=== master_valid_ready_tx ===
### src/rtl/master_valid_ready_tx.sv
// Transmit end of an 8-bit valid/ready link: FIFO-buffered producer bytes driven out as m_valid/m_data.
// Latency: byte pushed at edge E is presented on the link from edge E+1 when the output stage is idle or draining.
// Backpressure: s_ready=0 holds the output beat; in_ready drops once the FIFO is full (DEPTH+1 bytes held in total).
module master_valid_ready_tx #(
  parameter  int DATA_W = 8,
  parameter  int DEPTH  = 4,
  parameter  int CNT_W  = 16,
  localparam int AW     = $clog2(DEPTH),
  localparam int LW     = AW + 1
) (
  input  logic              aclk,
  input  logic              rstn,
  input  logic              in_valid,
  input  logic [DATA_W-1:0] in_data,
  output logic              in_ready,
  output logic              m_valid,
  output logic [DATA_W-1:0] m_data,
  input  logic              s_ready,
  output logic [CNT_W-1:0]  xfer_count,
  output logic [LW-1:0]     fifo_level
);

  typedef enum logic [0:0] {
    IDLE = 1'b0,
    SEND = 1'b1
  } state_e;

  // FIFO storage and bookkeeping
  logic [DATA_W-1:0] mem_q [DEPTH];
  logic [AW-1:0]     wr_ptr_q, wr_ptr_d;
  logic [AW-1:0]     rd_ptr_q, rd_ptr_d;
  logic [LW-1:0]     level_q, level_d;

  // Output stage
  state_e            state_q, state_d;
  logic [DATA_W-1:0] data_q, data_d;
  logic [CNT_W-1:0]  cnt_q, cnt_d;

  logic push;
  logic pop;
  logic fifo_empty;
  logic fifo_full;
  logic xfer;

  // in_ready looks only at the registered level (and reset), so a pop in the
  // same cycle never opens a slot early and there is no path from s_ready.
  assign fifo_empty = (level_q == '0);
  assign fifo_full  = (level_q == LW'(DEPTH));
  assign in_ready   = !fifo_full && rstn;
  assign push       = in_valid && in_ready;

  // m_valid comes straight from the state register.
  assign m_valid    = (state_q == SEND);
  assign m_data     = data_q;
  assign xfer       = m_valid && s_ready;
  assign xfer_count = cnt_q;
  assign fifo_level = level_q;

  // Output-stage next state: decide when to pull the FIFO head into the output register.
  always_comb begin
    state_d = state_q;
    pop     = 1'b0;
    unique case (state_q)
      IDLE: begin
        if (!fifo_empty) begin
          pop     = 1'b1;
          state_d = SEND;
        end
      end
      SEND: begin
        // The beat on the link only moves once the slave has taken it.
        if (s_ready) begin
          if (!fifo_empty) begin
            pop = 1'b1;
          end else begin
            state_d = IDLE;
          end
        end
      end
      default: state_d = IDLE;
    endcase
  end

  // Datapath next state: output register, pointers, occupancy and transfer counter.
  always_comb begin
    data_d   = data_q;
    wr_ptr_d = wr_ptr_q;
    rd_ptr_d = rd_ptr_q;
    level_d  = level_q;
    cnt_d    = cnt_q;

    if (pop) begin
      data_d   = mem_q[rd_ptr_q];
      rd_ptr_d = rd_ptr_q + 1'b1;
    end

    if (push) begin
      wr_ptr_d = wr_ptr_q + 1'b1;
    end

    // Simultaneous push and pop leave the level unchanged.
    unique case ({push, pop})
      2'b10:   level_d = level_q + 1'b1;
      2'b01:   level_d = level_q - 1'b1;
      default: level_d = level_q;
    endcase

    // Counter wraps naturally at 2^CNT_W.
    if (xfer) begin
      cnt_d = cnt_q + 1'b1;
    end
  end

  // Control and output registers with synchronous active-low reset; reset discards buffered data.
  always_ff @(posedge aclk) begin
    if (!rstn) begin
      state_q  <= IDLE;
      data_q   <= '0;
      wr_ptr_q <= '0;
      rd_ptr_q <= '0;
      level_q  <= '0;
      cnt_q    <= '0;
    end else begin
      state_q  <= state_d;
      data_q   <= data_d;
      wr_ptr_q <= wr_ptr_d;
      rd_ptr_q <= rd_ptr_d;
      level_q  <= level_d;
      cnt_q    <= cnt_d;
    end
  end

  // Storage array write; contents need no reset since occupancy gates every read.
  always_ff @(posedge aclk) begin
    if (push) begin
      mem_q[wr_ptr_q] <= in_data;
    end
  end

endmodule

### config.mk
export PLATFORM = sky130hd
export DESIGN_NAME = master_valid_ready_tx
export DESIGN_NICKNAME = d
export VERILOG_FILES = /design/src/rtl/master_valid_ready_tx.sv
export SDC_FILE = /design/constraint.sdc
export NUM_CORES = 1
export LEC_CHECK = 0
export ABC_AREA = 1
export CORE_UTILIZATION = 50
export DETAILED_ROUTE_END_ITERATION = 16
export GPL_TIMING_DRIVEN = 0
export PLACE_DENSITY = 0.75
export SLEW_MARGIN = 5
export SYNTH_ARGS = -nofsm -noshare
export SYNTH_HDL_FRONTEND = slang
export SYNTH_SLANG_ARGS = --single-unit
### constraint.sdc
create_clock -name aclk -period 2.8 [get_ports aclk]
set_input_delay 0.56 -clock aclk [delete_from_list [all_inputs] [get_ports aclk]]
set_output_delay 0.56 -clock aclk [all_outputs]
set_load 0.01 [all_outputs]
=== hazard_fwd_unit ===
**config.mk**
```make
export PLATFORM = sky130hd
export DESIGN_NAME = hazard_fwd_unit
export DESIGN_NICKNAME = d
export VERILOG_FILES = /design/src/rtl/hazard_fwd_unit.sv
export SDC_FILE = /design/constraint.sdc
export NUM_CORES = 1
export LEC_CHECK = 0
export CORE_MARGIN = 5
export CORE_UTILIZATION = 25
export DETAILED_ROUTE_END_ITERATION = 10
export GPL_TIMING_DRIVEN = 0
export PLACE_DENSITY = 0.45
export SKIP_CTS_REPAIR_TIMING = 1
export SYNTH_ARGS = -nofsm -noshare
export SYNTH_HDL_FRONTEND = slang
export SYNTH_SLANG_ARGS = --single-unit
```
**constraint.sdc**
```tcl
create_clock -name clk -period 3.1 [get_ports clk]
set_input_delay 0.62 -clock clk [delete_from_list [all_inputs] [get_ports clk]]
set_output_delay 0.62 -clock clk [all_outputs]
set_load 0.02 [all_outputs]
```
**src/rtl/hazard_fwd_unit.sv**
```systemverilog
//------------------------------------------------------------------------------
// Module      : hazard_fwd_unit
// Description : Shift-register scoreboard of in-flight register writers that
//               drives operand forwarding selects and the load-use stall.
// Revision    : 1.0 - initial release
//------------------------------------------------------------------------------
`default_nettype none

module hazard_fwd_unit #(
   parameter int ADDR_W     = 5,
   parameter int FWD_STAGES = 3,
   parameter int ZERO_REG   = 31,
   parameter int LINK_REG   = 30,
   parameter int LOAD_STAGE = 2,
   localparam int SEL_W     = $clog2(FWD_STAGES + 1)
) (
   input  logic              clk,
   input  logic              reset,
   input  logic              id_valid,
   input  logic [ADDR_W-1:0] id_rs1,
   input  logic [ADDR_W-1:0] id_rs2,
   input  logic              id_rs1_used,
   input  logic              id_rs2_used,
   input  logic [ADDR_W-1:0] id_rd,
   input  logic              id_regwrite,
   input  logic              id_is_load,
   input  logic              id_link,
   input  logic              flush,
   input  logic              hold,
   output logic              stall_out,
   output logic [SEL_W-1:0]  fwd_a,
   output logic [SEL_W-1:0]  fwd_b,
   output logic [SEL_W-1:0]  inflight_cnt
);

   localparam logic [ADDR_W-1:0] C_ZERO_IDX = ADDR_W'(ZERO_REG);
   localparam logic [ADDR_W-1:0] C_LINK_IDX = ADDR_W'(LINK_REG);

   logic [FWD_STAGES:1] r_valid;
   logic [FWD_STAGES:1] r_load;
   logic [ADDR_W-1:0]   r_dest [1:FWD_STAGES];
   logic [SEL_W-1:0]    r_cnt;

   logic [ADDR_W-1:0]   w_dest;
   logic                w_record;
   logic                w_enter;
   logic                w_chk_a;
   logic                w_chk_b;
   logic                w_haz_a;
   logic                w_haz_b;
   logic [SEL_W-1:0]    w_sel_a;
   logic [SEL_W-1:0]    w_sel_b;
   logic [FWD_STAGES:1] w_next_valid;
   logic [SEL_W-1:0]    w_next_cnt;

   assign w_dest   = id_link ? C_LINK_IDX : id_rd;
   assign w_record = (id_link | id_regwrite) & (id_link | (w_dest != C_ZERO_IDX));
   assign w_chk_a  = id_rs1_used & (id_rs1 != C_ZERO_IDX);
   assign w_chk_b  = id_rs2_used & (id_rs2 != C_ZERO_IDX);

   // Scan oldest to youngest so the youngest matching writer overrides.
   always_comb begin
      w_sel_a = '0;
      w_haz_a = 1'b0;
      w_sel_b = '0;
      w_haz_b = 1'b0;
      for (int k = FWD_STAGES; k >= 1; k--) begin
         if (w_chk_a && r_valid[k] && (r_dest[k] == id_rs1)) begin
            w_haz_a = r_load[k] && (k < LOAD_STAGE);
            w_sel_a = w_haz_a ? '0 : SEL_W'(k);
         end
         if (w_chk_b && r_valid[k] && (r_dest[k] == id_rs2)) begin
            w_haz_b = r_load[k] && (k < LOAD_STAGE);
            w_sel_b = w_haz_b ? '0 : SEL_W'(k);
         end
      end
   end

   assign stall_out = id_valid & ~flush & ~hold & (w_haz_a | w_haz_b);
   assign fwd_a     = id_valid ? w_sel_a : '0;
   assign fwd_b     = id_valid ? w_sel_b : '0;

   // A stall or flush turns the decode slot into a bubble.
   assign w_enter      = id_valid & ~flush & ~stall_out & w_record;
   assign w_next_valid = {r_valid[FWD_STAGES-1:1], w_enter};

   always_comb begin
      w_next_cnt = '0;
      for (int k = 1; k <= FWD_STAGES; k++) begin
         w_next_cnt = w_next_cnt + SEL_W'(w_next_valid[k]);
      end
   end

   always_ff @(posedge clk) begin
      if (!reset) begin
         r_valid <= '0;
         r_cnt   <= '0;
      end else if (!hold) begin
         r_valid <= w_next_valid;
         r_cnt   <= w_next_cnt;
      end
   end

   // Payload fields are only meaningful where the matching valid bit is set.
   always_ff @(posedge clk) begin
      if (!hold) begin
         r_load    <= {r_load[FWD_STAGES-1:1], id_is_load};
         r_dest[1] <= w_dest;
         for (int k = 2; k <= FWD_STAGES; k++) begin
            r_dest[k] <= r_dest[k-1];
         end
      end
   end

   assign inflight_cnt = r_cnt;

endmodule

`default_nettype wire

```
**master_valid_ready_tx: metal 1**

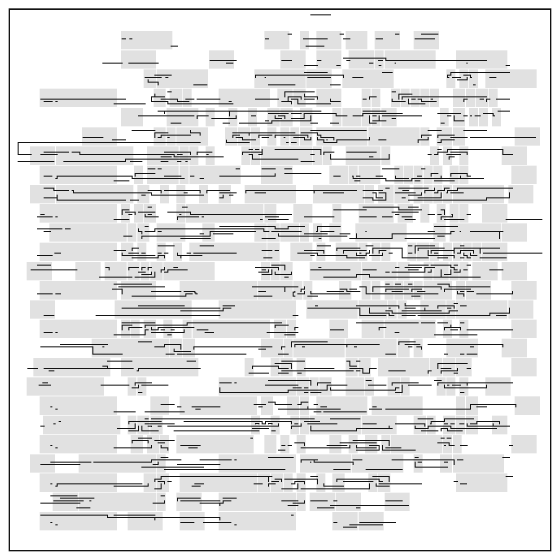
- wire length on this layer: 2380 um
- main direction: horizontal

==> results.txt, master_valid_ready_tx <==
status = finished clean
CP max stage cell = clkdlybuf4s50_1
Synth area leader = edfxtp_1
Total GRT Usage = 0.215
Core Area = 5200 sq um
Chip Area, Yosys = 2760 sq um
# clk buffers = 9
first-pass GRT wire length = 9.55 mm
Clock Tree Root = clkbuf_8
Pins Over Slew Limit = 0
Cell Chain, Critical Path = clkdlybuf4s50_1, clkbuf_4, inv_1, a31oi_1, clkdlybuf4s50_1
FILL cells = 442
final tally of setup violations = 0
Tmin final = 2.71 ns
vias in the first global route = 2167
Final Hold Viols = 0
crit start category = primary input
GP Congestion = 0.807
via count = 2127
setup slack, reg-to-reg = 0.88 ns
master_valid_ready_tx: metrics by stage:
step | instances | worst slack, ns | power (uW)
6_report | 433 | 0.0908 | 2940
5_1_grt | 433 | 0.0134 | 3140
4_1_cts | 433 | 0.0402 | 2960
3_5_place_dp | 417 | 0.0432 | 2160
3_3_place_gp | 417 | 0.0302 | 2130
2_1_floorplan | 307 | 1.04 | 1800
master_valid_ready_tx: Yosys cell counts, drive strengths merged:
cell,number
nand3,8
o21ai,47
a21oi,12
inv,35
dfxtp,32
nand4,5
buf,8
ha,6
fa,1
nand2,35
clkbuf,1
edfxtp,32
nor2,80
xor2,1
nor3,3
a31oi,1
master_valid_ready_tx: what timing repair did:
item,4_1_cts,5_1_grt
hold buffers,0,0
resized,0,1
endpoints found under the setup margin,0,1
master_valid_ready_tx: sequential cells by signal, summed over array words and instances, names as in the netlist:
signal / count
wr_ptr_q: 2
mem_q: 32
m_valid: 1
m_data: 8
xfer_count: 16
fifo_level: 3
rd_ptr_q: 2
master_valid_ready_tx: layer usage:
layer,share of wire,global-route usage
met5,0,0
met4,0.014,0.117
met3,0.031,0.0575
met2,0.52,0.372
met1,0.43,0.240
**hazard_fwd_unit: metal 1**

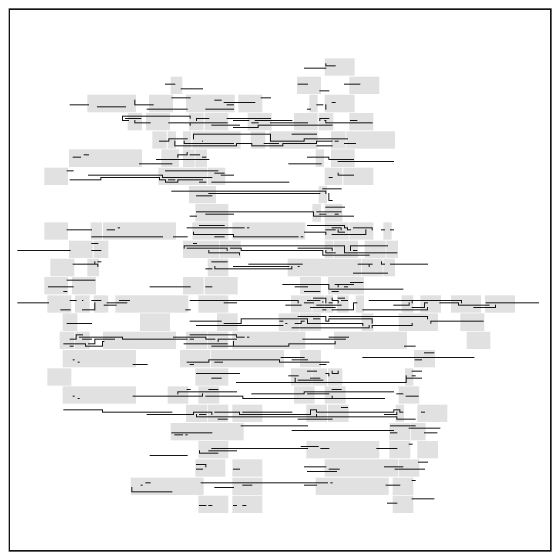
- wire length on this layer: 1380 um
- share of all routed wire: 44%

==> results.txt, hazard_fwd_unit <==
status = finished clean
met3 wire length = 131 um
top cells by count = edfxtp_1 (16), xor2_1 (16), xnor2_1 (14)
nets = 169
Cell area leaders = edfxtp_1 (39%), xor2_1 (11%), xnor2_1 (9.8%)
Slew @ Worst Pin = 0.692 ns
Ports = 32
CP dominant cell by count = dlymetal6s2s_1
highest routed metal layer = met4
via count = 927
area of the mapped netlist = 1250 sq um
Pins Over Slew Limit = 0
logic area = 678 sq um
fin crit share = 0.891
hold_sp = inflight_cnt[0]
FF-to-FF End = inflight_cnt[0]
Reg2Reg Depth = 8
Synth area leader = edfxtp_1
XOR/XNOR Area Share = 0.211
Combinational Power = 113 uW
Seq cells post-synth = 21
seq pwr = 339 uW
Synth warnings = 0
Simple-Gate Area Share = 0.194
Post-Syn Instances = 108
Tmin final = 2.76 ns
maximum VDD drop = 0.171 mV
Die Span X = 80.6 um
critical path endpoint category = primary output
ys async rst share = 0
Avg Synthesized Cell Area = 11.5 sq um
WL/cell = 14.9 um
Post-Synth AOI/OAI Area = 0.0753
RSZ-0062 raised after global routing = false
number of signal-net buffers in the layout = 31
Core Area = 4790 sq um
number of max-cap violations = 0
-- hazard_fwd_unit: flip-flops by register name, indices dropped and copies added, names as in the netlist --
signal / flops
r_valid: 3
r_load: 1
inflight_cnt: 2
r_dest: 15
-- hazard_fwd_unit: how the worst max path moves through the flow --
stage                   start   endpoint  slack (ns)  depth (start not counted)
detailed placement  id_rs2[4]   fwd_b[0]       -0.58                          7
finish              id_rs2[2]   fwd_b[0]        0.34                          7
global placement    id_rs2[2]   fwd_b[0]       -0.52                          7
floorplan           id_rs1[2]  stall_out        0.84                          5
global route        id_rs2[2]   fwd_b[0]        0.11                          7
CTS                 id_rs2[2]   fwd_b[0]       -0.58                          7
-- hazard_fwd_unit: per-stage QoR --
stage / cell area (sq um) / cells
after global placement: 1630 / 205
after global routing: 1730 / 209
final: 1730 / 209
after floorplan: 1250 / 108
after CTS: 1680 / 209
after detailed placement: 1630 / 205
-- hazard_fwd_unit: tightest hold or removal path, stage by stage (launching register included) --
cell,delay [ns]
dfxtp_1,0.33
mux2i_1,0.07
nor2b_1,0.09
-- hazard_fwd_unit: logic make-up after synthesis --
kind of cell	count (synthesis)
compound gates	11
xor+xnor	30
fa+ha+maj	1
buf+inv	2
flops	21
mux	4
simple gates	39

==> screenshots <==
Metal 2.
image #1
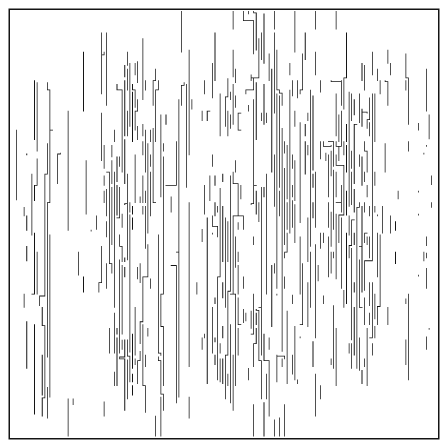
image #2
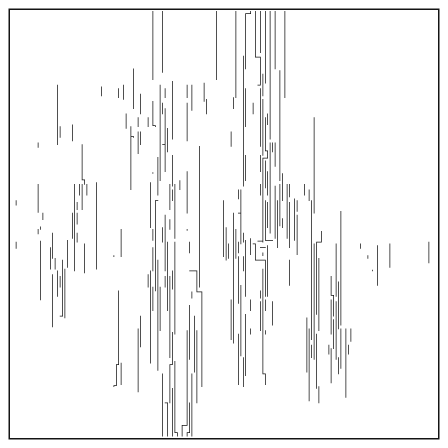
hazard_fwd_unit: image #2
master_valid_ready_tx: image #1


=== inst_dec_flat ===
**inst_dec_flat: cell density map**

Bar = 20 um. 10 x 10 tiles, from dark blue (low) to red (high), 0 to 100% covered.
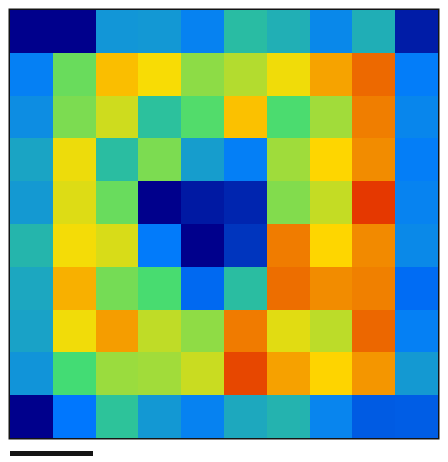

--- config.mk ---
export PLATFORM = sky130hd
export DESIGN_NAME = inst_dec_flat
export DESIGN_NICKNAME = d
export VERILOG_FILES = /design/src/rtl/inst_dec_pkg.sv /design/src/rtl/inst_dec_if.sv /design/src/rtl/inst_dec.sv /design/src/flat_wrapper.sv
export SDC_FILE = /design/constraint.sdc
export NUM_CORES = 1
export LEC_CHECK = 0
export ABC_AREA = 1
export CORE_MARGIN = 5
export CORE_UTILIZATION = 38
export CTS_CLUSTER_DIAMETER = 80
export DETAILED_ROUTE_END_ITERATION = 6
export PLACE_DENSITY = 0.82
export SYNTH_ARGS = -nofsm -noshare
export SYNTH_HDL_FRONTEND = slang
export SYNTH_SLANG_ARGS = --single-unit
--- constraint.sdc ---
create_clock -name clk -period 3.4 [get_ports clk]
set_input_delay 0.34 -clock clk [delete_from_list [all_inputs] [get_ports clk]]
set_output_delay 0.34 -clock clk [all_outputs]
set_load 0.02 [all_outputs]
--- src/rtl/inst_dec_pkg.sv ---
// Shared decode constants, field positions and types for the CAE dispatch decoder.
package inst_dec_pkg;

    localparam int AEG_IDX_W = 18;
    localparam int CAEP_W    = 5;

    // Instruction field bit positions
    localparam int OP_MSB   = 28;
    localparam int OP_LSB   = 24;
    localparam int CAEP_MSB = 22;
    localparam int CAEP_LSB = 18;
    localparam int IDX_MSB  = 17;
    localparam int IDX_LSB  = 0;

    // Opcodes handled by the decoder
    localparam logic [4:0] OP_AEG_WR_IMM = 5'h0D;
    localparam logic [4:0] OP_AEG_RD_IMM = 5'h0E;
    localparam logic [4:0] OP_AEG_RD_IND = 5'h10;
    // op[4:3] pattern marking a custom CAEP instruction (0x18..0x1F)
    localparam logic [1:0] CAEP_CLASS    = 2'b11;

    typedef enum logic [2:0] {
        CLS_CUSTOM     = 3'd0,
        CLS_AEG_WR     = 3'd1,
        CLS_AEG_RD_IMM = 3'd2,
        CLS_AEG_RD_IND = 3'd3,
        CLS_UNIMPL     = 3'd4
    } inst_cls_e;

    // Registered decode result
    typedef struct packed {
        logic                 val;
        logic [CAEP_W-1:0]    caep;
        logic                 aeg_wr;
        logic                 aeg_rd;
        logic [AEG_IDX_W-1:0] aeg_idx;
        logic [63:0]          data;
        logic                 unimpl;
    } dec_t;

    // Map an opcode to its instruction class
    function automatic inst_cls_e classify(input logic [4:0] op);
        inst_cls_e cls;
        if (op[4:3] == CAEP_CLASS)        cls = CLS_CUSTOM;
        else if (op == OP_AEG_WR_IMM)     cls = CLS_AEG_WR;
        else if (op == OP_AEG_RD_IMM)     cls = CLS_AEG_RD_IMM;
        else if (op == OP_AEG_RD_IND)     cls = CLS_AEG_RD_IND;
        else                              cls = CLS_UNIMPL;
        return cls;
    endfunction

endpackage

--- src/rtl/inst_dec_if.sv ---
// Dispatch-side instruction inputs and decoded outputs of inst_dec.
// Handshake: cae_inst_vld qualifies cae_inst/cae_data for exactly one cycle;
// there is no ready, the decoder accepts every valid cycle. Each output strobe
// is a one-cycle pulse that qualifies inst_caep/inst_aeg_idx/inst_data.
interface inst_dec_if;
    import inst_dec_pkg::*;

    logic [31:0]          cae_inst;
    logic [63:0]          cae_data;
    logic                 cae_inst_vld;
    logic                 inst_val;
    logic [CAEP_W-1:0]    inst_caep;
    logic                 inst_aeg_wr;
    logic                 inst_aeg_rd;
    logic [AEG_IDX_W-1:0] inst_aeg_idx;
    logic [63:0]          inst_data;
    logic                 err_unimpl;

    // Dispatch side: drives instructions, observes decode
    modport master (
        output cae_inst, cae_data, cae_inst_vld,
        input  inst_val, inst_caep, inst_aeg_wr, inst_aeg_rd,
               inst_aeg_idx, inst_data, err_unimpl
    );

    // Decoder side
    modport slave (
        input  cae_inst, cae_data, cae_inst_vld,
        output inst_val, inst_caep, inst_aeg_wr, inst_aeg_rd,
               inst_aeg_idx, inst_data, err_unimpl
    );

endinterface

--- src/rtl/inst_dec.sv ---
// CAE instruction decoder: classifies a dispatched instruction into custom
// CAEP, AEG write, AEG read or unimplemented, with one registered stage.
// No range checks are made on the AEG index or CAEP number; the consumer owns that.
module inst_dec
    import inst_dec_pkg::*;
(
    input  logic       clk,
    input  logic       i_reset,
    inst_dec_if.slave  dif
);

    dec_t      dec_nxt;
    dec_t      dec_q;
    inst_cls_e cls;

    assign cls = classify(dif.cae_inst[OP_MSB:OP_LSB]);

    // Combinational classify; everything stays zero when no instruction is valid
    always_comb begin
        dec_nxt = '0;
        if (dif.cae_inst_vld) begin
            dec_nxt.data = dif.cae_data;
            case (cls)
                CLS_CUSTOM: begin
                    dec_nxt.val  = 1'b1;
                    dec_nxt.caep = dif.cae_inst[CAEP_MSB:CAEP_LSB];
                end
                CLS_AEG_WR: begin
                    dec_nxt.aeg_wr  = 1'b1;
                    dec_nxt.aeg_idx = dif.cae_inst[IDX_MSB:IDX_LSB];
                end
                CLS_AEG_RD_IMM: begin
                    dec_nxt.aeg_rd  = 1'b1;
                    dec_nxt.aeg_idx = dif.cae_inst[IDX_MSB:IDX_LSB];
                end
                CLS_AEG_RD_IND: begin
                    dec_nxt.aeg_rd  = 1'b1;
                    dec_nxt.aeg_idx = dif.cae_data[AEG_IDX_W-1:0];
                end
                default: begin
                    dec_nxt.unimpl = 1'b1;
                end
            endcase
        end
    end

    // Single output register; reset clears any in-flight decode at once
    always_ff @(posedge clk or posedge i_reset) begin
        if (i_reset) begin
            dec_q <= '0;
        end else begin
            dec_q <= dec_nxt;
        end
    end

    assign dif.inst_val     = dec_q.val;
    assign dif.inst_caep    = dec_q.caep;
    assign dif.inst_aeg_wr  = dec_q.aeg_wr;
    assign dif.inst_aeg_rd  = dec_q.aeg_rd;
    assign dif.inst_aeg_idx = dec_q.aeg_idx;
    assign dif.inst_data    = dec_q.data;
    assign dif.err_unimpl   = dec_q.unimpl;

endmodule

--- src/flat_wrapper.sv ---
// flat-port wrapper written by rule: the top's interface ports become plain ports
module inst_dec_flat import inst_dec_pkg::*;
  (clk, i_reset, dif_cae_inst, dif_cae_data, dif_cae_inst_vld, dif_inst_val, dif_inst_caep, dif_inst_aeg_wr, dif_inst_aeg_rd, dif_inst_aeg_idx, dif_inst_data, dif_err_unimpl);
  inst_dec_if dif_i ();
  input  logic clk;
  input  logic i_reset;
  input wire logic [$bits(dif_i.cae_inst)-1:0] dif_cae_inst;
  input wire logic [$bits(dif_i.cae_data)-1:0] dif_cae_data;
  input wire logic [$bits(dif_i.cae_inst_vld)-1:0] dif_cae_inst_vld;
  output wire logic [$bits(dif_i.inst_val)-1:0] dif_inst_val;
  output wire logic [$bits(dif_i.inst_caep)-1:0] dif_inst_caep;
  output wire logic [$bits(dif_i.inst_aeg_wr)-1:0] dif_inst_aeg_wr;
  output wire logic [$bits(dif_i.inst_aeg_rd)-1:0] dif_inst_aeg_rd;
  output wire logic [$bits(dif_i.inst_aeg_idx)-1:0] dif_inst_aeg_idx;
  output wire logic [$bits(dif_i.inst_data)-1:0] dif_inst_data;
  output wire logic [$bits(dif_i.err_unimpl)-1:0] dif_err_unimpl;
  assign dif_i.cae_inst = dif_cae_inst;
  assign dif_i.cae_data = dif_cae_data;
  assign dif_i.cae_inst_vld = dif_cae_inst_vld;
  assign dif_inst_val = dif_i.inst_val;
  assign dif_inst_caep = dif_i.inst_caep;
  assign dif_inst_aeg_wr = dif_i.inst_aeg_wr;
  assign dif_inst_aeg_rd = dif_i.inst_aeg_rd;
  assign dif_inst_aeg_idx = dif_i.inst_aeg_idx;
  assign dif_inst_data = dif_i.inst_data;
  assign dif_err_unimpl = dif_i.err_unimpl;
  inst_dec u_core (.clk(clk), .i_reset(i_reset), .dif(dif_i));
endmodule
=== lsb_in_deb ===
## config.mk

```make
export PLATFORM = sky130hd
export DESIGN_NAME = lsb_in_deb
export DESIGN_NICKNAME = d
export VERILOG_FILES = /design/src/rtl/lsb_in_pkg.sv /design/src/rtl/lsb_in_deb_cell.sv /design/src/rtl/lsb_in_deb.sv
export SDC_FILE = /design/constraint.sdc
export NUM_CORES = 1
export LEC_CHECK = 0
export ABC_CLOCK_PERIOD_IN_PS = 11700
export CORE_UTILIZATION = 60
export CTS_CLUSTER_DIAMETER = 30
export DETAILED_ROUTE_END_ITERATION = 10
export PLACE_DENSITY = 0.86
export RECOVER_POWER = 100
export SLEW_MARGIN = 10
export SYNTH_ARGS = -nofsm -noshare
export SYNTH_HDL_FRONTEND = slang
export SYNTH_HIERARCHICAL = 1
export SYNTH_SLANG_ARGS = --single-unit
```

## constraint.sdc

```tcl
create_clock -name clk -period 11.7 [get_ports clk]
set_clock_uncertainty 0.15 [all_clocks]
set_input_delay 2.34 -clock clk [delete_from_list [all_inputs] [get_ports clk]]
set_output_delay 2.34 -clock clk [all_outputs]
set_load 0.01 [all_outputs]
```

## src/rtl/lsb_in_pkg.sv

```systemverilog
// Shared constants and register packing helpers for the button/switch input device.
package lsb_in_pkg;

    localparam int NUM_BTN = 4;
    localparam int NUM_SWI = 18;

    localparam logic ADDR_STATUS = 1'b0;
    localparam logic ADDR_EVT    = 1'b1;

    localparam int PRESS_LSB   = 0;
    localparam int RELEASE_LSB = 4;
    localparam int LONG_LSB    = 8;
    localparam int IE_LSB      = 16;
    localparam int IE_LOAD_BIT = 31;
    localparam int SWI_LSB     = 0;
    localparam int BTN_LSB     = 18;

    function automatic logic [31:0] pack_status(
        input logic [NUM_BTN-1:0] btn,
        input logic [NUM_SWI-1:0] swi
    );
        logic [31:0] word;
        word                      = '0;
        word[BTN_LSB +: NUM_BTN]  = btn;
        word[SWI_LSB +: NUM_SWI]  = swi;
        return word;
    endfunction

    function automatic logic [31:0] pack_evt(
        input logic [NUM_BTN-1:0] ie,
        input logic [NUM_BTN-1:0] long_evt,
        input logic [NUM_BTN-1:0] release_evt,
        input logic [NUM_BTN-1:0] press_evt
    );
        logic [31:0] word;
        word                          = '0;
        word[IE_LSB      +: NUM_BTN]  = ie;
        word[LONG_LSB    +: NUM_BTN]  = long_evt;
        word[RELEASE_LSB +: NUM_BTN]  = release_evt;
        word[PRESS_LSB   +: NUM_BTN]  = press_evt;
        return word;
    endfunction

endpackage

```

## src/rtl/lsb_in_deb_cell.sv

```systemverilog
// One input channel: 2-FF synchroniser followed by a tick-sampled debounce counter.
module deb_cell #(
    parameter int DEB_SAMPLES = 8,
    parameter bit INVERT      = 1'b0
) (
    input  logic clk,
    input  logic rst_n,
    input  logic tick,
    input  logic raw,
    output logic stable,
    output logic rise,
    output logic fall
);

    localparam int CW = (DEB_SAMPLES > 1) ? $clog2(DEB_SAMPLES) : 1;
    localparam logic [CW-1:0] CNT_LAST = CW'(DEB_SAMPLES - 1);

    logic          sync1;
    logic          sync2;
    logic          level;
    logic          settle;
    logic [CW-1:0] cnt;

    // Synchroniser resets to the idle pin level so a held input is seen as a fresh edge.
    always_ff @(posedge clk or negedge rst_n) begin
        if (!rst_n) begin
            sync1 <= INVERT;
            sync2 <= INVERT;
        end else begin
            sync1 <= raw;
            sync2 <= sync1;
        end
    end

    assign level  = sync2 ^ INVERT;
    assign settle = tick && (level != stable) && (cnt == CNT_LAST);
    assign rise   = settle && level;
    assign fall   = settle && !level;

    always_ff @(posedge clk or negedge rst_n) begin
        if (!rst_n) begin
            stable <= 1'b0;
            cnt    <= '0;
        end else if (tick) begin
            if (level != stable) begin
                if (cnt == CNT_LAST) begin
                    stable <= level;
                    cnt    <= '0;
                end else begin
                    cnt <= cnt + 1'b1;
                end
            end else begin
                cnt <= '0;
            end
        end
    end

endmodule

```

## src/rtl/lsb_in_deb.sv

```systemverilog
// Debounced DE2-115 buttons/switches with sticky press/release events and an irq.
// Optional long-press detection is built when LSB_LONG_PRESS_EN is defined.
module lsb_in_deb
    import lsb_in_pkg::*;
#(
    parameter int TICK_DIV    = 50000,
    parameter int DEB_SAMPLES = 8,
    parameter int LONG_TICKS  = 1000
) (
    input  logic        clk,
    input  logic        rst_n,
    input  logic        stb,
    input  logic        we,
    input  logic        addr,
    input  logic [31:0] data_in,
    output logic [31:0] data_out,
    output logic        ack,
    input  logic [3:0]  btn_in_n,
    input  logic [17:0] swi_in,
    output logic        irq
);

    localparam int PW = $clog2(TICK_DIV);
    localparam logic [PW-1:0] PRE_LAST = PW'(TICK_DIV - 1);
    localparam int LW = $clog2(LONG_TICKS + 1);
    localparam logic [LW-1:0] LONG_LIMIT = LW'(LONG_TICKS);

    logic [PW-1:0]      pre_cnt;
    logic               tick;
    logic [NUM_SWI-1:0] swi_stable;
    logic [NUM_BTN-1:0] btn_stable;
    logic [NUM_BTN-1:0] btn_rise;
    logic [NUM_BTN-1:0] btn_fall;
    logic [NUM_SWI-1:0] unused_swi_rise;
    logic [NUM_SWI-1:0] unused_swi_fall;

    logic               wr_evt;
    logic [NUM_BTN-1:0] w1c_press;
    logic [NUM_BTN-1:0] w1c_release;
    logic [NUM_BTN-1:0] press_evt;
    logic [NUM_BTN-1:0] release_evt;
    logic [NUM_BTN-1:0] long_evt;
    logic [NUM_BTN-1:0] ie;
    logic               unused_data;

    always_ff @(posedge clk or negedge rst_n) begin
        if (!rst_n) begin
            pre_cnt <= '0;
        end else if (pre_cnt == PRE_LAST) begin
            pre_cnt <= '0;
        end else begin
            pre_cnt <= pre_cnt + 1'b1;
        end
    end

    assign tick = (pre_cnt == PRE_LAST);

    for (genvar i = 0; i < NUM_SWI; i++) begin : g_swi
        deb_cell #(
            .DEB_SAMPLES (DEB_SAMPLES),
            .INVERT      (1'b0)
        ) u_cell (
            .clk    (clk),
            .rst_n  (rst_n),
            .tick   (tick),
            .raw    (swi_in[i]),
            .stable (swi_stable[i]),
            .rise   (unused_swi_rise[i]),
            .fall   (unused_swi_fall[i])
        );
    end

    // Buttons are active-low on the board; the cell inverts so 1 means pressed.
    for (genvar i = 0; i < NUM_BTN; i++) begin : g_btn
        deb_cell #(
            .DEB_SAMPLES (DEB_SAMPLES),
            .INVERT      (1'b1)
        ) u_cell (
            .clk    (clk),
            .rst_n  (rst_n),
            .tick   (tick),
            .raw    (btn_in_n[i]),
            .stable (btn_stable[i]),
            .rise   (btn_rise[i]),
            .fall   (btn_fall[i])
        );
    end

    assign wr_evt      = stb && we && (addr == ADDR_EVT);
    assign w1c_press   = wr_evt ? data_in[PRESS_LSB   +: NUM_BTN] : '0;
    assign w1c_release = wr_evt ? data_in[RELEASE_LSB +: NUM_BTN] : '0;

    // A clear and a new event on the same bit in one cycle keep the event.
    always_ff @(posedge clk or negedge rst_n) begin
        if (!rst_n) begin
            press_evt   <= '0;
            release_evt <= '0;
            ie          <= '0;
        end else begin
            press_evt   <= (press_evt & ~w1c_press) | btn_rise;
            release_evt <= (release_evt & ~w1c_release) | btn_fall;
            if (wr_evt && data_in[IE_LOAD_BIT]) begin
                ie <= data_in[IE_LSB +: NUM_BTN];
            end
        end
    end

`ifdef LSB_LONG_PRESS_EN
    logic [NUM_BTN-1:0]         w1c_long;
    logic [NUM_BTN-1:0]         long_set;
    logic [NUM_BTN-1:0][LW-1:0] long_cnt;

    assign w1c_long = wr_evt ? data_in[LONG_LSB +: NUM_BTN] : '0;

    // Counter saturates so each press can flag at most one long event.
    for (genvar i = 0; i < NUM_BTN; i++) begin : g_long
        always_ff @(posedge clk or negedge rst_n) begin
            if (!rst_n) begin
                long_cnt[i] <= '0;
            end else if (!btn_stable[i]) begin
                long_cnt[i] <= '0;
            end else if (tick && (long_cnt[i] != LONG_LIMIT)) begin
                long_cnt[i] <= long_cnt[i] + 1'b1;
            end
        end

        assign long_set[i] = tick && btn_stable[i] && (long_cnt[i] == LONG_LIMIT - 1'b1);
    end

    always_ff @(posedge clk or negedge rst_n) begin
        if (!rst_n) begin
            long_evt <= '0;
        end else begin
            long_evt <= (long_evt & ~w1c_long) | long_set;
        end
    end
`else
    logic unused_long;

    assign long_evt    = '0;
    assign unused_long = ^{data_in[LONG_LSB +: NUM_BTN], LONG_LIMIT};
`endif

    assign unused_data = ^{data_in[30:20], data_in[15:12]};

    assign ack = stb;
    assign irq = |(ie & (press_evt | long_evt));

    always_comb begin
        data_out = '0;
        if (stb && !we) begin
            if (addr == ADDR_STATUS) begin
                data_out = pack_status(btn_stable, swi_stable);
            end else begin
                data_out = pack_evt(ie, long_evt, release_evt, press_evt);
            end
        end
    end

endmodule
```

=== seg_scan_mux ===
## config.mk

```make
export PLATFORM = sky130hd
export DESIGN_NAME = seg_scan_mux
export DESIGN_NICKNAME = d
export VERILOG_FILES = /design/src/rtl/clock_pkg.sv /design/src/rtl/seg7_decode.sv /design/src/rtl/seg_scan_mux.sv
export SDC_FILE = /design/constraint.sdc
export NUM_CORES = 1
export LEC_CHECK = 0
export ABC_AREA = 1
export CORE_MARGIN = 2
export CORE_UTILIZATION = 35
export CTS_CLUSTER_DIAMETER = 60
export DETAILED_ROUTE_END_ITERATION = 12
export PLACE_DENSITY = 0.55
export SYNTH_ARGS = -nofsm -noshare
export SYNTH_HDL_FRONTEND = slang
export SYNTH_SLANG_ARGS = --single-unit
```

## constraint.sdc

```tcl
create_clock -name clk -period 4.6 [get_ports clk]
set_input_delay 1.38 -clock clk [delete_from_list [all_inputs] [get_ports clk]]
set_output_delay 1.38 -clock clk [all_outputs]
set_load 0.03 [all_outputs]
```

## src/rtl/clock_pkg.sv

```systemverilog
// Shared display constants: seven-segment glyphs,
// the logical "all off" pattern and seg bit positions.
package clock_pkg;

  localparam int SEG_A  = 0;
  localparam int SEG_G  = 6;
  localparam int SEG_DP = 7;

  localparam logic [7:0] SEG_OFF = 8'h00;

  localparam logic [6:0] GLYPH_0 = 7'h3F;
  localparam logic [6:0] GLYPH_1 = 7'h06;
  localparam logic [6:0] GLYPH_2 = 7'h5B;
  localparam logic [6:0] GLYPH_3 = 7'h4F;
  localparam logic [6:0] GLYPH_4 = 7'h66;
  localparam logic [6:0] GLYPH_5 = 7'h6D;
  localparam logic [6:0] GLYPH_6 = 7'h7D;
  localparam logic [6:0] GLYPH_7 = 7'h07;
  localparam logic [6:0] GLYPH_8 = 7'h7F;
  localparam logic [6:0] GLYPH_9 = 7'h6F;
  localparam logic [6:0] GLYPH_A = 7'h77;
  localparam logic [6:0] GLYPH_B = 7'h7C;
  localparam logic [6:0] GLYPH_C = 7'h39;
  localparam logic [6:0] GLYPH_D = 7'h5E;
  localparam logic [6:0] GLYPH_E = 7'h79;
  localparam logic [6:0] GLYPH_F = 7'h71;

endpackage

```

## src/rtl/seg7_decode.sv

```systemverilog
// Hex nibble to active-high g..a glyph.
// Purely combinational.
module seg7_decode
  import clock_pkg::*;
(
  input  logic [3:0] nib_i,
  output logic [6:0] glyph_o
);

  always_comb begin
    glyph_o = GLYPH_8;
    unique case (nib_i)
      4'h0: glyph_o = GLYPH_0;
      4'h1: glyph_o = GLYPH_1;
      4'h2: glyph_o = GLYPH_2;
      4'h3: glyph_o = GLYPH_3;
      4'h4: glyph_o = GLYPH_4;
      4'h5: glyph_o = GLYPH_5;
      4'h6: glyph_o = GLYPH_6;
      4'h7: glyph_o = GLYPH_7;
      4'h8: glyph_o = GLYPH_8;
      4'h9: glyph_o = GLYPH_9;
      4'hA: glyph_o = GLYPH_A;
      4'hB: glyph_o = GLYPH_B;
      4'hC: glyph_o = GLYPH_C;
      4'hD: glyph_o = GLYPH_D;
      4'hE: glyph_o = GLYPH_E;
      4'hF: glyph_o = GLYPH_F;
    endcase
  end

endmodule

```

## src/rtl/seg_scan_mux.sv

```systemverilog
// Multiplexed seven-segment scanner with guard
// slot, frame-latched shadows, blink and LZB.
module seg_scan_mux
  import clock_pkg::*;
#(
  parameter int NUM_DIGITS   = 8,
  parameter int SCAN_DIV     = 100000,
  parameter int BLINK_FRAMES = 250,
  parameter int ACTIVE_LOW   = 1,
  parameter int LZB          = 0
) (
  input  logic                    clk,
  input  logic                    rst,
  input  logic                    enable,
  input  logic [4*NUM_DIGITS-1:0] digits_in,
  input  logic [NUM_DIGITS-1:0]   dp_in,
  input  logic [NUM_DIGITS-1:0]   blink_mask,
  output logic [7:0]              seg,
  output logic [NUM_DIGITS-1:0]   show
);

  localparam int CW = $clog2(SCAN_DIV);
  localparam int IW = $clog2(NUM_DIGITS);
  localparam int FW = (BLINK_FRAMES > 1) ?
                      $clog2(BLINK_FRAMES) : 1;

  localparam logic [CW-1:0] CNT_MAX = CW'(SCAN_DIV - 1);
  localparam logic [IW-1:0] IDX_MAX = IW'(NUM_DIGITS - 1);
  localparam logic [FW-1:0] FRM_MAX = FW'(BLINK_FRAMES - 1);

  localparam logic [7:0] SEG_INV =
    (ACTIVE_LOW != 0) ? 8'hFF : 8'h00;
  localparam logic [NUM_DIGITS-1:0] SHOW_INV =
    (ACTIVE_LOW != 0) ? '1 : '0;

  logic [CW-1:0]           cnt_q, cnt_d;
  logic [IW-1:0]           idx_q, idx_d;
  logic [FW-1:0]           frm_q, frm_d;
  logic                    blink_q, blink_d;
  logic [4*NUM_DIGITS-1:0] dig_q, dig_d;
  logic [NUM_DIGITS-1:0]   dp_q, dp_d;
  logic [NUM_DIGITS-1:0]   blk_q, blk_d;
  logic [7:0]              seg_q, seg_d;
  logic [NUM_DIGITS-1:0]   show_q, show_d;

  logic [3:0]              nib;
  logic [6:0]              glyph;
  logic [NUM_DIGITS:0]     lz;
  logic                    slot_end;
  logic                    frame_end;
  logic                    blank;
  logic                    dark;

  assign nib = dig_q[{idx_q, 2'b00} +: 4];

  seg7_decode u_dec (
    .nib_i   (nib),
    .glyph_o (glyph)
  );

  // lz[i]: digit i and every digit above it are zero
  always_comb begin
    lz = '1;
    for (int i = NUM_DIGITS - 1; i >= 0; i--) begin
      lz[i] = lz[i+1] && (dig_q[4*i +: 4] == 4'h0);
    end
  end

  assign slot_end  = (cnt_q == CNT_MAX);
  assign frame_end = slot_end && (idx_q == IDX_MAX);
  assign blank     = (LZB != 0) && (idx_q != '0) &&
                     lz[idx_q];
  assign dark      = !blink_q && blk_q[idx_q];

  always_comb begin
    cnt_d   = cnt_q;
    idx_d   = idx_q;
    frm_d   = frm_q;
    blink_d = blink_q;
    dig_d   = dig_q;
    dp_d    = dp_q;
    blk_d   = blk_q;
    seg_d   = SEG_OFF;
    show_d  = '0;
    if (enable) begin
      cnt_d = slot_end ? '0 : cnt_q + 1'b1;
      if (slot_end) begin
        idx_d = (idx_q == IDX_MAX) ? '0 : idx_q + 1'b1;
      end
      if (frame_end) begin
        if (frm_q == FRM_MAX) begin
          frm_d   = '0;
          blink_d = ~blink_q;
        end else begin
          frm_d = frm_q + 1'b1;
        end
      end
      if (cnt_q == '0 && idx_q == '0) begin
        dig_d = digits_in;
        dp_d  = dp_in;
        blk_d = blink_mask;
      end
      // cnt==0 is the guard slot: everything stays off
      if (cnt_q != '0) begin
        show_d[idx_q] = 1'b1;
        if (!dark) begin
          seg_d[SEG_DP]      = dp_q[idx_q];
          seg_d[SEG_G:SEG_A] = blank ? 7'h00 : glyph;
        end
      end
    end
  end

  always_ff @(posedge clk) begin
    if (rst) begin
      cnt_q   <= '0;
      idx_q   <= '0;
      frm_q   <= '0;
      blink_q <= 1'b1;
      dig_q   <= '0;
      dp_q    <= '0;
      blk_q   <= '0;
      seg_q   <= SEG_OFF ^ SEG_INV;
      show_q  <= SHOW_INV;
    end else begin
      cnt_q   <= cnt_d;
      idx_q   <= idx_d;
      frm_q   <= frm_d;
      blink_q <= blink_d;
      dig_q   <= dig_d;
      dp_q    <= dp_d;
      blk_q   <= blk_d;
      seg_q   <= seg_d ^ SEG_INV;
      show_q  <= show_d ^ SHOW_INV;
    end
  end

  assign seg  = seg_q;
  assign show = show_q;

endmodule

```


==> layout pictures side by side <==
Track usage over the die.
picture 1
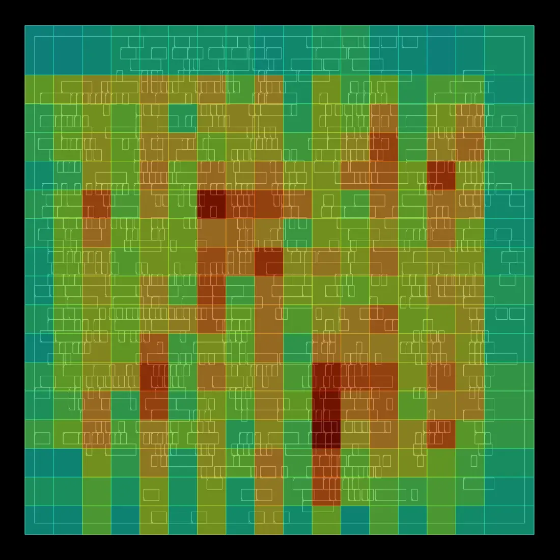
picture 2
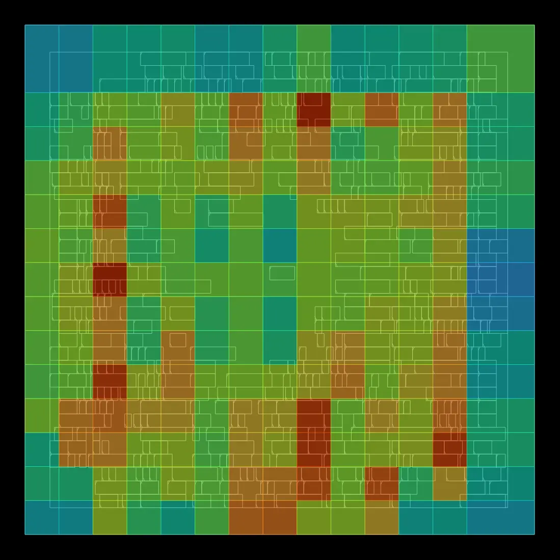
picture 3
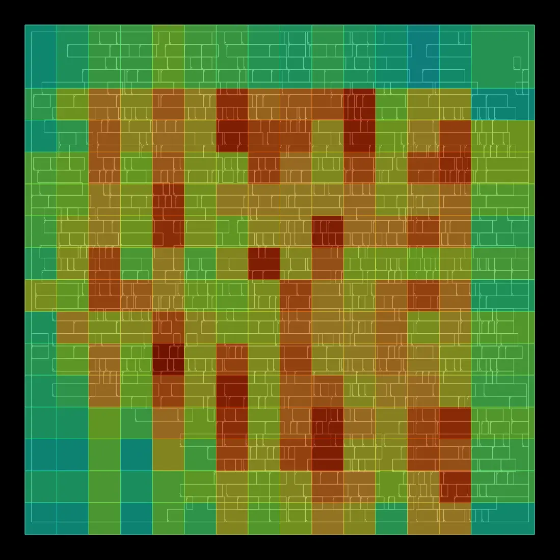
lsb_in_deb -> picture 3
inst_dec_flat -> picture 2
seg_scan_mux -> picture 1
The one with the highest utilization is picture 3.
The one with the highest track usage is picture 3.

**inst_dec_flat: metal 1**

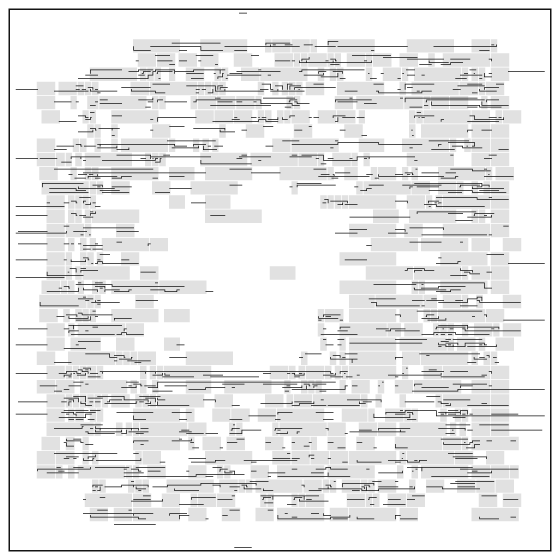
- nets with wire on the layer: 551
- main direction: horizontal
- wire length on this layer: 3120 um

Notes on 'cell density map' of inst_dec_flat above:
- emptiest ninth of the die: middle
- nearly empty tiles: 5.0%
- fullest tile: 94%

==> results.txt, inst_dec_flat <==
static leakage = 0.00309 uW
GP Congestion = 0.787
status = finished clean
flop count = 91
Die Span X = 103 um
DR vias/cell = 4.17
WL/cell = 13.7 um
fraction of layout cells with a size suffix above 1 = 0.0438
Mux area share = 0
initial antenna violation count = 0
Synth top area share = 0.687
Non-clk invs = 90
Die ar. = 10700 sq um
dominant kind of cell by area = registers
final tally of setup violations = 0
Post-Synth AOI/OAI Area = 0.00641
Core Area = 8590 sq um
count of tool warnings = 30
met1 wire length = 3.12 mm
Sink Count = 91
Tmin final = 1.66 ns
area of the mapped netlist = 3320 sq um
start point of the critical path = u_core.dif.inst_data[52]
Ports = 190
Slew @ Worst Pin = 0.596 ns
logic area = 637 sq um
fin crit share = 0.489
Seq/Total Area, Yosys = 0.687
H-tree Lvls = 3
DP Wirelength = 7.02 mm
Synth area leader = dfrtp_1
busiest grt layer = met2
Final Hold Viols = 0
crit start category = flip-flop
Worst path top cell family by delay = buffers and inverters
inst_dec_flat: synth_stat cells:
library cell,number
a21oi_1,1
a21oi_4,1
buf_2,4
buf_4,1
buf_6,2
clkbuf_1,4
clkinv_1,1
dfrtp_1,91
inv_1,88
inv_2,1
nand2_1,146
nand2_2,1
nand3_1,1
nand3_2,1
nor2_1,11
nor3_1,1
inst_dec_flat: power breakdown:
part,total [uW],internal (uW),switching [uW]
logic,364,191,173
clock network,858,492,367
registers,1140,1130,11.9
inst_dec_flat: through the flow:
stage,total power (uW),util,cells,area (sq um),setup slack [ns]
2_1_floorplan,1300,-,355,3320,0.696
3_3_place_gp,1520,0.612,640,5260,1.64
3_5_place_dp,1530,0.612,640,5260,1.59
4_1_cts,2400,0.640,656,5500,1.71
5_1_grt,2470,0.640,656,5500,1.69
6_report,2360,0.640,656,5500,1.74
inst_dec_flat: state kept, by name, summed over array words and instances (netlist names):
name,count
u_core.dif.inst_caep,5
u_core.dif.inst_aeg_idx,18
u_core.dif.inst_aeg_wr,1
u_core.dif.err_unimpl,1
u_core.dif.inst_aeg_rd,1
u_core.dif.inst_val,1
u_core.dif.inst_data,64
**seg_scan_mux: metal 1**

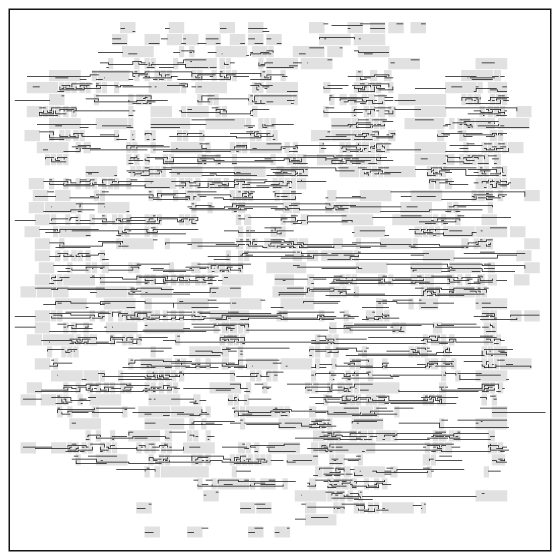
- share of all routed wire: 49%
- main direction: horizontal

==> results.txt, seg_scan_mux <==
status = finished clean
Slew @ Worst Pin = 0.948 ns
Die ar. = 15000 sq um
Remaining DRCs = 0
hold_ws = 0.468 ns
drt total wl = 12.8 mm
Design Area, Final = 6010 sq um
count of tool warnings = 34
GP Congestion = 0.809
Cell area leaders = dfxtp_1 (38%), nand2_1 (20%), nor2_1 (13%)
Sink Count = 93
CP Class = in2reg
H-tree Lvls = 3
Post-Place Cells = 1013
Chip Area, Yosys = 4900 sq um
Tmin final = 3.22 ns
fmax = 311 MHz
seg_scan_mux: critical path, delay by kind of cell:
kind / cells / cell delay, ns
buffers and inverters: 4 / 1.16
and+or+nand+nor: 5 / 0.93
seg_scan_mux: kinds of logic (layout without fill, tap and decap cells):
logic type,after synthesis,in the layout
buf+inv,121,180
compound gates,52,52
simple gates,509,509
flops,93,93
fa+ha+maj,13,13
xor+xnor,2,2
seg_scan_mux: path summary, 6_finish.rpt:
check / from / end / depth (start not counted)
max reg2reg: idx_q[0] / seg[0] / 13
min reg2reg: blink_q / blink_q / 2
max: enable / dp_q[3] / 9
min: blink_q / blink_q / 2
seg_scan_mux: area by class of cell:
type,count,area [sq um]
Inverter,94,353
Clock buffer,11,253
Sequential cell,93,1860
Tap cell,180,225
Clock inverter,5,81.3
Fill cell,1506,7760
Multi-Input combinational cell,576,2530
Timing Repair Buffer,70,703
seg_scan_mux: report_power, final:
group	switching, uW	internal (uW)
logic	156	115
registers	23.3	854
clock network	322	507
total	501	1480
seg_scan_mux: registers in the layout, summed over array words and instances (netlist names):
signal and cells:
blink_q 1, blk_q 8, cnt_q 17, dig_q 32
dp_q 8, frm_q 8, idx_q 3, seg 8
show 8
**lsb_in_deb: metal 2**

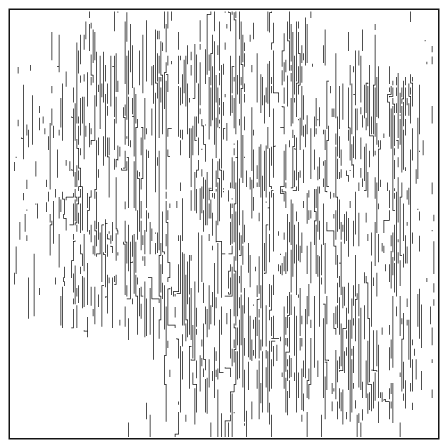
- main direction: vertical
- share of all routed wire: 52%
- longest straight run: 56.1 um
- nets with wire on the layer: 675

==> results.txt, lsb_in_deb <==
Sink Count = 160
Synth warnings = 6
GRT met3 Usage = 0.0647
dominant kind of cell by area = registers
CP Class = in2out
Hold WC Path Type = reg2reg
start point of the critical path = stb
status = complete, but fails checks
Worst Path Arrival = 4.76 ns
max FFs per register = 54
setup slack, reg-to-reg = 5.55 ns
Psw = 249 uW
RSZ-0062 raised after global routing = false
Total GRT Usage = 0.239
non-clk buf share = 0.0755
total grt overflow = 0
Rows = 39
failing checks = capacitance limit, slew limit
initial antenna violation count = 0
setup TNS = 0 ns
dpl cell area = 7800 sq um
DR vias/cell = 5.48
number of max-cap violations = 3
clk tree area frac = 0.0776
# resized after CTS = 0
Worst Hold End = g_swi[6].u_cell/level
Setup Fix Bufs, Post-CTS = 0
Reg2Reg Depth = 8
Port Buf Inserts = 63
Pins Over Slew Limit = 254
lsb_in_deb: power by group through the flow:
stage	registers (uW)	clock network [uW]	logic, uW
floorplan	580	0	17.7
global placement	582	0	42.8
detailed placement	583	0	44.0
CTS	573	613	44.3
global route	574	636	45.9
finish	573	603	41.0
lsb_in_deb: cells in the final DEF (no fill, tap or decap), types with 9 or more instances in the layout:
master / instances
clkbuf_16: 17
or3b_1: 22
dlygate4sd3_1: 37
nor2_1: 27
ha_1: 45
conb_1: 10
and2_0: 10
inv_1: 71
dfrtp_1: 152
xnor2_1: 27
o22ai_1: 66
mux2_2: 21
xor2_1: 9
clkdlybuf4s50_1: 25
mux2i_1: 16
nand2_1: 83
lsb_in_deb: stage by stage:
step           power (uW)  utilization
2_1_floorplan         598            -
3_3_place_gp          625        0.683
3_5_place_dp          627        0.683
4_1_cts              1230        0.740
5_1_grt              1260        0.737
6_report             1220        0.737
lsb_in_deb: worst max-delay path, stage by stage:
cell and delay [ns]:
clkdlybuf4s50_1 0.52, nand2b_1 0.37, nor2_1 0.74, and2_0 0.23, clkdlybuf4s50_1 0.54


==> screenshots <==
Signal wires on met4.
shot_01.png
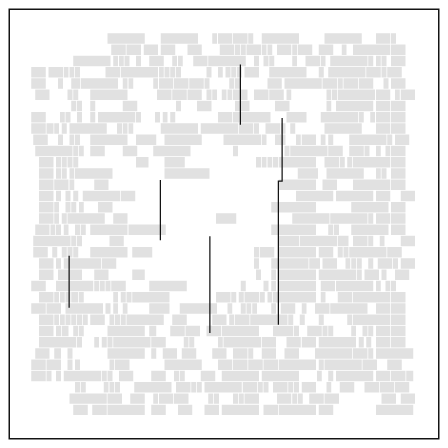
shot_02.png
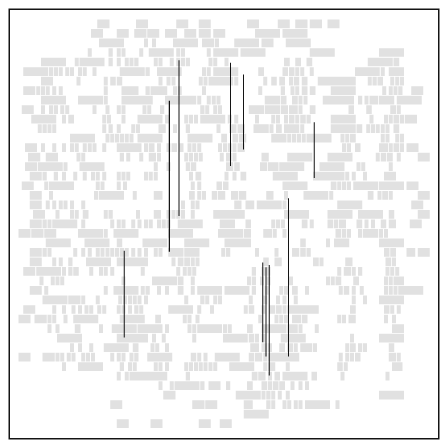
shot_03.png
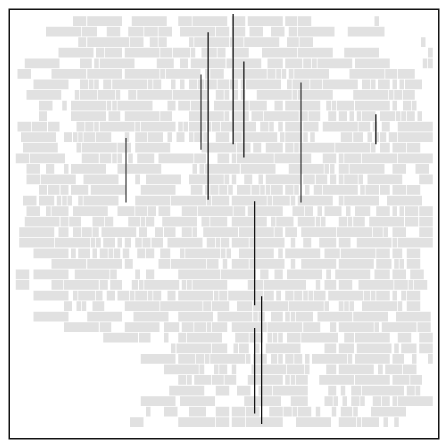
| picture | from |
|---|---|
| shot_03.png | lsb_in_deb |
| shot_01.png | inst_dec_flat |
| shot_02.png | seg_scan_mux |

Key to shot_03.png:
- nets with wire on the layer: 8
- wire length on this layer: 255 um
- longest straight run: 42.8 um
- share of all routed wire: 1.9%

Power figures rest on the tool's default switching activity, not on a simulated workload.
